# if_stage_flat

**if_stage_flat: metal 3**

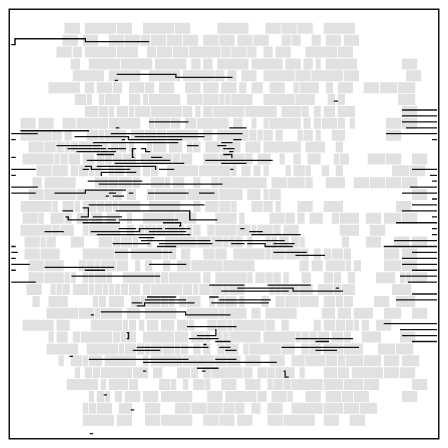

$ cat config.mk
export PLATFORM = sky130hd
export DESIGN_NAME = if_stage_flat
export DESIGN_NICKNAME = d
export VERILOG_FILES = /design/src/rtl/if_stage_pkg.sv /design/src/rtl/if_stage_if.sv /design/src/rtl/if_stage_target_calc.sv /design/src/rtl/if_stage.sv /design/src/flat_wrapper.sv
export SDC_FILE = /design/constraint.sdc
export NUM_CORES = 1
export LEC_CHECK = 0
export CORE_MARGIN = 2
export CORE_UTILIZATION = 53
export DETAILED_ROUTE_END_ITERATION = 8
export PLACE_DENSITY = 0.92
export SYNTH_ARGS = -nofsm -noshare
export SYNTH_HDL_FRONTEND = slang
export SYNTH_SLANG_ARGS = --single-unit
export TNS_END_PERCENT = 10
$ cat constraint.sdc
create_clock -name clk -period 9.3 [get_ports clk]
set_input_delay 1.395 -clock clk [delete_from_list [all_inputs] [get_ports clk]]
set_output_delay 1.395 -clock clk [all_outputs]
set_load 0.05 [all_outputs]
$ cat src/rtl/if_stage_pkg.sv
// -----------------------------------------------------------------------------
// if_stage_pkg
// Shared definitions for the instruction-fetch stage and its neighbours.
//   - PC_* : decode redirect encodings carried on pc_sel (also used by decoder)
//   - if_state_e : fetch controller states
//   - NOP : bubble opcode presented to decode when no instruction is valid
// -----------------------------------------------------------------------------
package if_stage_pkg;

    localparam int WORD_W = 16;

    localparam logic [1:0] PC_SEQ  = 2'b00;
    localparam logic [1:0] PC_BR8  = 2'b01;
    localparam logic [1:0] PC_J11  = 2'b10;
    localparam logic [1:0] PC_HALT = 2'b11;

    typedef enum logic [1:0] {
        IDLE = 2'd0,
        REQ  = 2'd1,
        DROP = 2'd2,
        HALT = 2'd3
    } if_state_e;

    localparam logic [WORD_W-1:0] NOP = 16'h0000;

endpackage

$ cat src/rtl/if_stage_if.sv
// -----------------------------------------------------------------------------
// if_stage_if
// Single-outstanding request/ack instruction-memory port.
//   req   : fetch request (fetch -> memory)
//   addr  : word address, held while req=1 and ack=0 (fetch -> memory)
//   ack   : rdata valid this cycle, request complete (memory -> fetch)
//   rdata : instruction word (memory -> fetch)
// -----------------------------------------------------------------------------
interface if_stage_if;
    import if_stage_pkg::*;

    logic              req;
    logic [WORD_W-1:0] addr;
    logic              ack;
    logic [WORD_W-1:0] rdata;

    modport master (output req, output addr, input ack, input rdata);
    modport slave  (input req, input addr, output ack, output rdata);

endinterface

$ cat src/rtl/if_stage_target_calc.sv
// -----------------------------------------------------------------------------
// if_target_calc
// Combinational redirect decode for the fetch stage.
//   id_base_i  : pc_next of the instruction currently held in the decode IR
//   pc_sel_i   : 00 seq, 01 branch8, 10 jump11, 11 halt
//   jr_sel_i   : register jump, takes priority over pc_sel_i
//   jmp8_i / jmp11_i : sign-extended relative offsets
//   jmpr_i     : absolute register-jump target
//   target_o   : new fetch address (16-bit wrap-around arithmetic)
//   halt_o     : redirect is a halt rather than a jump
//   redirect_o : any redirect requested this cycle
// -----------------------------------------------------------------------------
module if_target_calc
    import if_stage_pkg::*;
(
    input  logic [WORD_W-1:0] id_base_i,
    input  logic [1:0]        pc_sel_i,
    input  logic              jr_sel_i,
    input  logic [WORD_W-1:0] jmp8_i,
    input  logic [WORD_W-1:0] jmp11_i,
    input  logic [WORD_W-1:0] jmpr_i,
    output logic [WORD_W-1:0] target_o,
    output logic              halt_o,
    output logic              redirect_o
);

    always_comb begin
        target_o   = id_base_i;
        halt_o     = 1'b0;
        redirect_o = jr_sel_i | (pc_sel_i != PC_SEQ);
        if (jr_sel_i) begin
            target_o = jmpr_i;
        end else begin
            case (pc_sel_i)
                PC_BR8:  target_o = id_base_i + jmp8_i;
                PC_J11:  target_o = id_base_i + jmp11_i;
                PC_HALT: halt_o   = 1'b1;
                default: target_o = id_base_i;
            endcase
        end
    end

endmodule

$ cat src/rtl/if_stage.sv
// -----------------------------------------------------------------------------
// if_stage
// Instruction-fetch stage feeding decode. Owns the PC, runs a single
// outstanding request on the instruction-memory port, applies decode
// redirects with one delay slot and inserts NOP bubbles on wait states.
//   clk, rst        : clock, synchronous active-high reset
//   pc_sel, jr_sel  : redirect controls from decode
//   jmp8, jmp11     : sign-extended relative offsets (base = id_base)
//   jmpr            : absolute register-jump target
//   imem            : memory port (master side)
//   op, pc_next     : registered instruction and its address + 1
//   halted          : fetch stopped until reset
// -----------------------------------------------------------------------------
module if_stage
    import if_stage_pkg::*;
#(
    parameter logic [WORD_W-1:0] RESET_PC = 16'h0000,
    parameter logic [WORD_W-1:0] NOP_OP   = NOP
) (
    input  logic              clk,
    input  logic              rst,
    input  logic [1:0]        pc_sel,
    input  logic              jr_sel,
    input  logic [WORD_W-1:0] jmp8,
    input  logic [WORD_W-1:0] jmp11,
    input  logic [WORD_W-1:0] jmpr,
    if_stage_if.master        imem,
    output logic [WORD_W-1:0] op,
    output logic [WORD_W-1:0] pc_next,
    output logic              halted
);

    if_state_e         state_q, state_d;
    logic [WORD_W-1:0] addr_q, addr_d;
    logic [WORD_W-1:0] op_q, op_d;
    logic [WORD_W-1:0] pc_next_q, pc_next_d;
    logic [WORD_W-1:0] id_base_q;
    logic [WORD_W-1:0] tgt_save_q, tgt_save_d;
    logic              halt_pend_q, halt_pend_d;

    logic [WORD_W-1:0] target;
    logic              tgt_halt;
    logic              redirect;

    // id_base trails pc_next by one cycle, so it names the instruction that
    // decode is looking at right now, which is the base for relative jumps.
    if_target_calc u_target (
        .id_base_i  (id_base_q),
        .pc_sel_i   (pc_sel),
        .jr_sel_i   (jr_sel),
        .jmp8_i     (jmp8),
        .jmp11_i    (jmp11),
        .jmpr_i     (jmpr),
        .target_o   (target),
        .halt_o     (tgt_halt),
        .redirect_o (redirect)
    );

    always_ff @(posedge clk) begin
        if (rst) begin
            state_q     <= IDLE;
            addr_q      <= RESET_PC;
            op_q        <= NOP_OP;
            pc_next_q   <= RESET_PC;
            id_base_q   <= RESET_PC;
            tgt_save_q  <= '0;
            halt_pend_q <= 1'b0;
        end else begin
            state_q     <= state_d;
            addr_q      <= addr_d;
            op_q        <= op_d;
            pc_next_q   <= pc_next_d;
            id_base_q   <= pc_next_q;
            tgt_save_q  <= tgt_save_d;
            halt_pend_q <= halt_pend_d;
        end
    end

    always_comb begin
        state_d     = state_q;
        addr_d      = addr_q;
        op_d        = NOP_OP;
        pc_next_d   = pc_next_q;
        tgt_save_d  = tgt_save_q;
        halt_pend_d = halt_pend_q;
        case (state_q)
            IDLE: state_d = REQ;
            REQ: begin
                if (redirect) begin
                    // The word returned in the redirect cycle is past the
                    // delay slot and is always thrown away.
                    if (imem.ack) begin
                        if (tgt_halt) state_d = HALT;
                        else          addr_d  = target;
                    end else begin
                        // Request still in flight: keep its address on the
                        // bus and remember where to go once it completes.
                        tgt_save_d  = target;
                        halt_pend_d = tgt_halt;
                        state_d     = DROP;
                    end
                end else if (imem.ack) begin
                    op_d      = imem.rdata;
                    pc_next_d = addr_q + 16'd1;
                    addr_d    = addr_q + 16'd1;
                end
            end
            DROP: begin
                if (imem.ack) begin
                    if (halt_pend_q) begin
                        state_d = HALT;
                    end else begin
                        addr_d  = tgt_save_q;
                        state_d = REQ;
                    end
                end
            end
            HALT:    state_d = HALT;
            default: state_d = IDLE;
        endcase
    end

    assign imem.req  = (state_q == REQ) || (state_q == DROP);
    assign imem.addr = addr_q;
    assign op        = op_q;
    assign pc_next   = pc_next_q;
    assign halted    = (state_q == HALT);

endmodule

$ cat src/flat_wrapper.sv
// flat-port wrapper written by rule: the top's interface ports become plain ports
module if_stage_flat import if_stage_pkg::*;
#(
    parameter logic [WORD_W-1:0] RESET_PC = 16'h0000,
    parameter logic [WORD_W-1:0] NOP_OP   = NOP
)
  (clk, rst, pc_sel, jr_sel, jmp8, jmp11, jmpr, op, pc_next, halted, imem_req, imem_addr, imem_ack, imem_rdata);
  if_stage_if imem_i ();
  input  logic clk;
  input  logic rst;
  input  logic [1:0] pc_sel;
  input  logic jr_sel;
  input  logic [WORD_W-1:0] jmp8;
  input  logic [WORD_W-1:0] jmp11;
  input  logic [WORD_W-1:0] jmpr;
  output logic [WORD_W-1:0] op;
  output logic [WORD_W-1:0] pc_next;
  output logic halted;
  output wire logic [$bits(imem_i.req)-1:0] imem_req;
  output wire logic [$bits(imem_i.addr)-1:0] imem_addr;
  input wire logic [$bits(imem_i.ack)-1:0] imem_ack;
  input wire logic [$bits(imem_i.rdata)-1:0] imem_rdata;
  assign imem_req = imem_i.req;
  assign imem_addr = imem_i.addr;
  assign imem_i.ack = imem_ack;
  assign imem_i.rdata = imem_rdata;
  if_stage #(.RESET_PC(RESET_PC), .NOP_OP(NOP_OP)) u_core (.clk(clk), .rst(rst), .pc_sel(pc_sel), .jr_sel(jr_sel), .jmp8(jmp8), .jmp11(jmp11), .jmpr(jmpr), .imem(imem_i), .op(op), .pc_next(pc_next), .halted(halted));
endmodule
# mru_victim_ctl_flat

--- src/rtl/mru_victim_if.sv ---
// Request/response handshake plus MRU bit-regfile port bundle for mru_victim_ctl.
// slave  = controller view, master = requester / regfile owner view.
interface mru_victim_if #(
  parameter int IDX_W = 13
);
  logic             req_valid;
  logic             req_ready;
  logic             req_op;
  logic [IDX_W-1:0] req_set;
  logic [3:0]       req_way;
  logic [3:0]       req_vbits;
  logic             rsp_valid;
  logic             rsp_ready;
  logic [3:0]       rsp_way;
  logic             rsp_norm;
  logic [IDX_W-1:0] mru_ra;
  logic [3:0]       mru_rd;
  logic [IDX_W-1:0] mru_wa;
  logic [3:0]       mru_way_hit;
  logic             mru_wr;
  logic             mru_in;

  modport slave (
    input  req_valid, req_op, req_set, req_way, req_vbits, rsp_ready, mru_rd,
    output req_ready, rsp_valid, rsp_way, rsp_norm,
           mru_ra, mru_wa, mru_way_hit, mru_wr, mru_in
  );

  modport master (
    output req_valid, req_op, req_set, req_way, req_vbits, rsp_ready, mru_rd,
    input  req_ready, rsp_valid, rsp_way, rsp_norm,
           mru_ra, mru_wa, mru_way_hit, mru_wr, mru_in
  );
endinterface

--- src/rtl/mru_victim_ctl.sv ---
// MRU replacement-bit controller for the 4-way L1: hit update and victim
// selection, with set normalization when all four MRU bits would be set.
// Optional statistics counters are built only when MRU_STATS_EN is defined;
// otherwise the stat ports are tied to zero.
module mru_victim_ctl #(
  parameter int SETS  = 8192,
  parameter int IDX_W = 13,
  parameter int WAYS  = 4
) (
  input  logic        clk,
  input  logic        reset,
  mru_victim_if.slave bus,
  output logic [31:0] stat_victims,
  output logic [31:0] stat_invalid,
  output logic [31:0] stat_norms
);

  if (WAYS != 4) begin : g_bad_ways
    $error("mru_victim_ctl supports only WAYS == 4");
  end
  if (IDX_W != $clog2(SETS)) begin : g_bad_idx
    $error("mru_victim_ctl requires IDX_W == clog2(SETS)");
  end

  typedef enum logic [2:0] {
    S_IDLE,
    S_LOOKUP,
    S_SET,
    S_CLEAR,
    S_RESP
  } state_t;

  state_t           r_state;
  state_t           w_state_next;

  logic             r_op;
  logic [IDX_W-1:0] r_set;
  logic [3:0]       r_way;
  logic [3:0]       r_vbits;
  logic [3:0]       r_vec;
  logic [3:0]       r_sel;
  logic             r_norm;
  logic             r_inv;
  logic [1:0]       r_cnt;
  logic [1:0]       r_clr_n;

  logic [3:0]       w_victim;
  logic             w_inv;
  logic [3:0]       w_sel;
  logic             w_norm;
  logic [1:0]       w_cnt_first;
  logic [1:0]       w_cnt_next;
  logic             w_rsp_fire;

  // One-hot of the lowest clear bit; zero when all bits are set.
  function automatic logic [3:0] lowest_zero(input logic [3:0] v);
    logic [3:0] t;
    t = v + 4'd1;
    return ~v & t;
  endfunction

  // Clear-walk step: advance past the way that must keep its MRU bit.
  function automatic logic [1:0] skip_sel(input logic [1:0] c, input logic [3:0] sel);
    logic [1:0] r;
    r = c;
    if (sel[r]) r = r + 2'd1;
    return r;
  endfunction

  // Victim choice: invalid ways first, then non-MRU ways, else way 0.
  always_comb begin
    w_victim = 4'b0001;
    w_inv    = 1'b0;
    if (r_vbits != 4'hF) begin
      w_inv    = 1'b1;
      w_victim = lowest_zero(r_vbits);
    end else if (bus.mru_rd != 4'hF) begin
      w_victim = lowest_zero(bus.mru_rd);
    end
  end

  assign w_sel       = r_op ? w_victim : r_way;
  assign w_norm      = ((r_vec | r_sel) == 4'hF);
  assign w_cnt_first = skip_sel(2'd0, r_sel);
  assign w_cnt_next  = skip_sel(r_cnt + 2'd1, r_sel);
  assign w_rsp_fire  = (r_state == S_RESP) && bus.rsp_ready;

  // Regfile addresses follow the latched set for the whole operation.
  assign bus.mru_ra  = r_set;
  assign bus.mru_wa  = r_set;
  assign bus.rsp_way  = r_sel;
  assign bus.rsp_norm = r_norm;

  // State register.
  always_ff @(posedge clk) begin
    if (reset) r_state <= S_IDLE;
    else       r_state <= w_state_next;
  end

  // Next-state and per-state handshake / regfile write controls.
  always_comb begin
    w_state_next    = r_state;
    bus.req_ready   = 1'b0;
    bus.rsp_valid   = 1'b0;
    bus.mru_wr      = 1'b0;
    bus.mru_in      = 1'b0;
    bus.mru_way_hit = 4'b0000;
    case (r_state)
      S_IDLE: begin
        bus.req_ready = 1'b1;
        if (bus.req_valid) w_state_next = S_LOOKUP;
      end
      S_LOOKUP: begin
        w_state_next = S_SET;
      end
      S_SET: begin
        bus.mru_wr      = 1'b1;
        bus.mru_in      = 1'b1;
        bus.mru_way_hit = r_sel;
        w_state_next    = w_norm ? S_CLEAR : S_RESP;
      end
      S_CLEAR: begin
        bus.mru_wr      = 1'b1;
        bus.mru_way_hit = 4'b0001 << r_cnt;
        if (r_clr_n == 2'd2) w_state_next = S_RESP;
      end
      S_RESP: begin
        bus.rsp_valid = 1'b1;
        if (bus.rsp_ready) w_state_next = S_IDLE;
      end
      default: w_state_next = S_IDLE;
    endcase
  end

  // Request latch, lookup capture, normalization flag and clear-walk counter.
  always_ff @(posedge clk) begin
    if (reset) begin
      r_op    <= 1'b0;
      r_set   <= '0;
      r_way   <= 4'b0000;
      r_vbits <= 4'b0000;
      r_vec   <= 4'b0000;
      r_sel   <= 4'b0000;
      r_norm  <= 1'b0;
      r_inv   <= 1'b0;
      r_cnt   <= 2'd0;
      r_clr_n <= 2'd0;
    end else begin
      case (r_state)
        S_IDLE: begin
          if (bus.req_valid) begin
            r_op    <= bus.req_op;
            r_set   <= bus.req_set;
            r_way   <= bus.req_way;
            r_vbits <= bus.req_vbits;
          end
        end
        S_LOOKUP: begin
          r_vec <= bus.mru_rd;
          r_sel <= w_sel;
          r_inv <= r_op & w_inv;
        end
        S_SET: begin
          r_norm  <= w_norm;
          r_cnt   <= w_cnt_first;
          r_clr_n <= 2'd0;
        end
        S_CLEAR: begin
          r_cnt   <= w_cnt_next;
          r_clr_n <= r_clr_n + 2'd1;
        end
        default: ;
      endcase
    end
  end

`ifdef MRU_STATS_EN
  logic [31:0] r_stat_victims;
  logic [31:0] r_stat_invalid;
  logic [31:0] r_stat_norms;

  // Saturating event counters, bumped when a response is accepted.
  always_ff @(posedge clk) begin
    if (reset) begin
      r_stat_victims <= '0;
      r_stat_invalid <= '0;
      r_stat_norms   <= '0;
    end else if (w_rsp_fire) begin
      if (r_op && (r_stat_victims != '1))          r_stat_victims <= r_stat_victims + 32'd1;
      if (r_op && r_inv && (r_stat_invalid != '1)) r_stat_invalid <= r_stat_invalid + 32'd1;
      if (r_norm && (r_stat_norms != '1))          r_stat_norms   <= r_stat_norms + 32'd1;
    end
  end

  assign stat_victims = r_stat_victims;
  assign stat_invalid = r_stat_invalid;
  assign stat_norms   = r_stat_norms;
`else
  logic w_unused_stats;
  assign w_unused_stats = w_rsp_fire ^ r_inv;
  assign stat_victims   = 32'd0;
  assign stat_invalid   = 32'd0;
  assign stat_norms     = 32'd0;
`endif

`ifndef SYNTHESIS
  // A hit update must name exactly one way.
  a_hit_way_onehot : assert property (@(posedge clk) disable iff (reset)
    (bus.req_valid && bus.req_ready && !bus.req_op) |-> $onehot(bus.req_way));
`endif

endmodule

--- src/flat_wrapper.sv ---
// flat-port wrapper written by rule: the top's interface ports become plain ports
module mru_victim_ctl_flat 
#(
  parameter int SETS  = 8192,
  parameter int IDX_W = 13,
  parameter int WAYS  = 4
)
  (clk, reset, stat_victims, stat_invalid, stat_norms, bus_req_valid, bus_req_op, bus_req_set, bus_req_way, bus_req_vbits, bus_rsp_ready, bus_mru_rd, bus_req_ready, bus_rsp_valid, bus_rsp_way, bus_rsp_norm, bus_mru_ra, bus_mru_wa, bus_mru_way_hit, bus_mru_wr, bus_mru_in);
  mru_victim_if #(.IDX_W(IDX_W)) bus_i ();
  input  logic clk;
  input  logic reset;
  output logic [31:0] stat_victims;
  output logic [31:0] stat_invalid;
  output logic [31:0] stat_norms;
  input wire logic [$bits(bus_i.req_valid)-1:0] bus_req_valid;
  input wire logic [$bits(bus_i.req_op)-1:0] bus_req_op;
  input wire logic [$bits(bus_i.req_set)-1:0] bus_req_set;
  input wire logic [$bits(bus_i.req_way)-1:0] bus_req_way;
  input wire logic [$bits(bus_i.req_vbits)-1:0] bus_req_vbits;
  input wire logic [$bits(bus_i.rsp_ready)-1:0] bus_rsp_ready;
  input wire logic [$bits(bus_i.mru_rd)-1:0] bus_mru_rd;
  output wire logic [$bits(bus_i.req_ready)-1:0] bus_req_ready;
  output wire logic [$bits(bus_i.rsp_valid)-1:0] bus_rsp_valid;
  output wire logic [$bits(bus_i.rsp_way)-1:0] bus_rsp_way;
  output wire logic [$bits(bus_i.rsp_norm)-1:0] bus_rsp_norm;
  output wire logic [$bits(bus_i.mru_ra)-1:0] bus_mru_ra;
  output wire logic [$bits(bus_i.mru_wa)-1:0] bus_mru_wa;
  output wire logic [$bits(bus_i.mru_way_hit)-1:0] bus_mru_way_hit;
  output wire logic [$bits(bus_i.mru_wr)-1:0] bus_mru_wr;
  output wire logic [$bits(bus_i.mru_in)-1:0] bus_mru_in;
  assign bus_i.req_valid = bus_req_valid;
  assign bus_i.req_op = bus_req_op;
  assign bus_i.req_set = bus_req_set;
  assign bus_i.req_way = bus_req_way;
  assign bus_i.req_vbits = bus_req_vbits;
  assign bus_i.rsp_ready = bus_rsp_ready;
  assign bus_i.mru_rd = bus_mru_rd;
  assign bus_req_ready = bus_i.req_ready;
  assign bus_rsp_valid = bus_i.rsp_valid;
  assign bus_rsp_way = bus_i.rsp_way;
  assign bus_rsp_norm = bus_i.rsp_norm;
  assign bus_mru_ra = bus_i.mru_ra;
  assign bus_mru_wa = bus_i.mru_wa;
  assign bus_mru_way_hit = bus_i.mru_way_hit;
  assign bus_mru_wr = bus_i.mru_wr;
  assign bus_mru_in = bus_i.mru_in;
  mru_victim_ctl #(.SETS(SETS), .IDX_W(IDX_W), .WAYS(WAYS)) u_core (.clk(clk), .reset(reset), .bus(bus_i), .stat_victims(stat_victims), .stat_invalid(stat_invalid), .stat_norms(stat_norms));
endmodule
--- config.mk ---
export PLATFORM = sky130hd
export DESIGN_NAME = mru_victim_ctl_flat
export DESIGN_NICKNAME = d
export VERILOG_FILES = /design/src/rtl/mru_victim_if.sv /design/src/rtl/mru_victim_ctl.sv /design/src/flat_wrapper.sv
export SDC_FILE = /design/constraint.sdc
export NUM_CORES = 1
export LEC_CHECK = 0
export CELL_PAD_IN_SITES_DETAIL_PLACEMENT = 1
export CELL_PAD_IN_SITES_GLOBAL_PLACEMENT = 1
export CORE_MARGIN = 5
export CORE_UTILIZATION = 27
export CTS_CLUSTER_DIAMETER = 50
export CTS_CLUSTER_SIZE = 25
export DETAILED_ROUTE_END_ITERATION = 16
export HOLD_SLACK_MARGIN = 0.12
export PLACE_DENSITY_LB_ADDON = 0.1
export SETUP_SLACK_MARGIN = 0.05
export SYNTH_ARGS = -nofsm -noshare
export SYNTH_HDL_FRONTEND = slang
export SYNTH_SLANG_ARGS = --single-unit
--- constraint.sdc ---
create_clock -name clk -period 2.85 [get_ports clk]
set_input_delay 0.4275 -clock clk [delete_from_list [all_inputs] [get_ports clk]]
set_output_delay 0.4275 -clock clk [all_outputs]
set_load 0.1 [all_outputs]
**mru_victim_ctl_flat: metal 3**

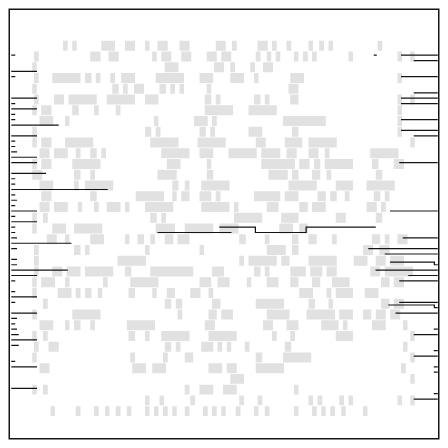
share of all routed wire: 7.4%
nets with wire on the layer: 79
wire length on this layer: 475 µm
Routed WL: 6390 µm
via count: 1939
met3 Use GR: 2.69%

==> flow_metrics.py, mru_victim_ctl_flat <==
# Metrics from the implementation run
metrics = {
    "drt": {
        "routedWlPerCell_um": 12.7,
        "m1WireLength_um": 2630,
        "wl_met3_um": 475,
        "drt_first_iter_violations": 49,
    },
    "logic_synthesis": {
        "syn_inst": 325,
        "synth.logic.top_family": "buffers and inverters",
        "flop_cell": "dfxtp_1",
        "synth-warning-count": 0,
        "yosys.cell_count.top_type": "buf_4",
    },
    "die": {
        "die_w_um": 108,
        "die_h_um": 108,
    },
    "pwr": {
        "pwr-share-clk_pct": 25.7,
        "seq_power_uw": 601,
        "power_density_nw_per_um2": 723,
        "combPwrFrac_pct": 46.5,
    },
    "place": {
        "place_area_um2": 2860,
        "io_buffers": 68,
    },
    "final_timing": {
        "setup_violations": 0,
        "finalClockSkew_ns": 0.00514,
    },
    "flow_run": {
        "drv_cap": 0,
    },
    "clocking": {
        "ctsResizeCount": 0,
        "cts_max_level": 2,
    },
    "critical_path": {
        "crit_path_end_kind": "primary output",
    },
    "layout": {
        "comb_area_um2": 1310,
        "num-nets-final": 409,
        "comb_area_share_pct": 43.6,
    },
    "outcome": {
        "status": "finished, final reports clean",
    },
    "global_route": {
        "grt_pass1_wl_um": 9490,
        "track_usage_pct": 10.1,
        "grt_use_met1_pct": 11.6,
    },
}
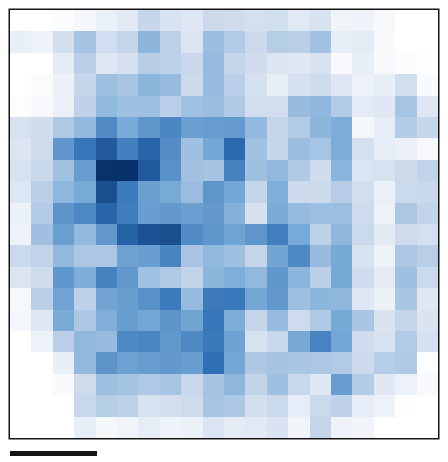
**Above:** if_stage_flat (wiring heat map).
Scale bar: 20 µm. The die is cut into 20 by 20 equal tiles; white is low, dark blue is high, scaled to the fullest tile. Values are wire area over tile area, all layers added.
fullest tile: 0.80
tiles over half the peak: 22%
nearly empty tiles: 7.0%

## Picture notes: 'metal 3' of if_stage_flat
share of all routed wire: 8.7%
longest straight run: 30.4 µm
wire length on this layer: 1270 µm
via count: 4779
Routed WL: 14600 µm

==> flow_metrics.py, if_stage_flat <==
# Metrics from the implementation run
metrics = {
    "pwr": {
        "p_sw_uw": 535,
        "leakagePower_uw": 0.00236,
        "p_int_uw": 717,
    },
    "logic_synthesis": {
        "synth-warning-count": 0,
        "synth_nets": 660,
        "postSynthAreaPerCell_um2": 8.31,
        "common_cells": "dfxtp_1 (83), nor2_1 (54), a21oi_1 (50), nand2_1 (48), o21ai_0 (38)",
        "yosys_cells": 564,
        "largest_area_cell": "dfxtp_1",
        "syn-cell-area_um2": 4690,
        "mux_area_share_pct": 5.58,
    },
    "critical_path": {
        "critical_path_depth": 12,
        "critPathKind": "in2reg",
    },
    "final_timing": {
        "finalClockSkew_ns": 0.00895,
        "rsz0062_at_grt": "no",
        "fin_ws_ns": 4.29,
    },
    "place": {
        "place_area_um2": 5910,
        "place_inst": 760,
        "gp_congestion": 0.896,
    },
    "clocking": {
        "post_cts_buffers": 0,
        "cts_max_level": 3,
        "holdBufCountCts": 0,
        "numCtsBuffers": 9,
    },
    "flow_run": {
        "warnings": 33,
    },
    "layout": {
        "comb_area_share_pct": 46.7,
        "buf_share_pct": 19.9,
        "largest_class": "logic gates",
        "nMultiInputCombCells": 433,
        "seq_share_pct": 27.3,
    },
    "drt": {
        "antenna_left": 0,
        "drt_first_iter_violations": 464,
        "drt_pre_antenna_iters": 6,
    },
    "global_route": {
        "grt_max_degree": 68,
        "top_usage_layer": "met2",
    },
    "die": {
        "die_w_um": 98.0,
    },
    "outcome": {
        "status": "finished, final reports clean",
    },
}

==> layout pictures side by side <==
Close-up of the layout.
panel A
Window x 34 to 74, y 34 to 74 µm. Cells in grey, sequential cells in the stronger grey; small squares are vias.
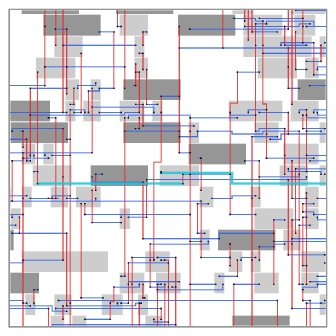
panel B
Window x 29 to 69, y 29 to 69 µm. Cells in grey, sequential cells in the stronger grey; small squares are vias.
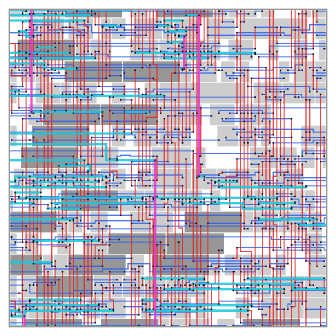
- panel A = mru_victim_ctl_flat
- panel B = if_stage_flat

Key to panel A:
[metal 2] red
[metal 1] blue
[metal 3] cyan
sequential cells in the window: 11
most frequent: nand2_1 (12), dfxtp_1 (11), a21oi_1 (7)
cells with their middle in the window: 66
netlist names of flops here include: `u_core.bus.rsp_way` (3), `u_core.r_way` (3), `u_core.r_vec` (2)



==> gallery <==
Routed clock nets over the placement.
Scale bar: 20 µm.
picture 1
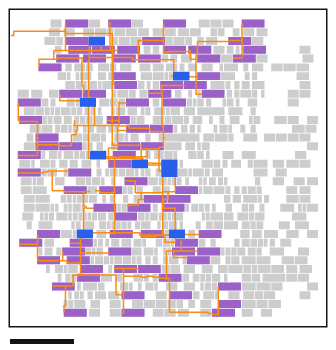
picture 2
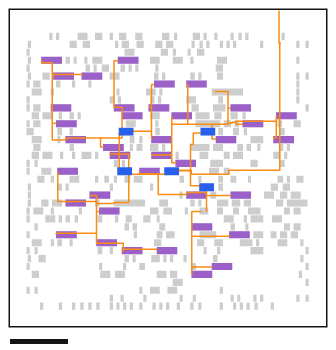
The one with the most sequential cells is picture 1.
The one with the largest die is picture 2.
picture 1: if_stage_flat
picture 2: mru_victim_ctl_flat

Key to picture 1:
[clock drivers] blue | count: 9
[flip-flops] purple | count: 83
[clock wires] orange | length: 985 µm
routed clock nets: 10

Power is estimated from default activity; no workload was simulated.
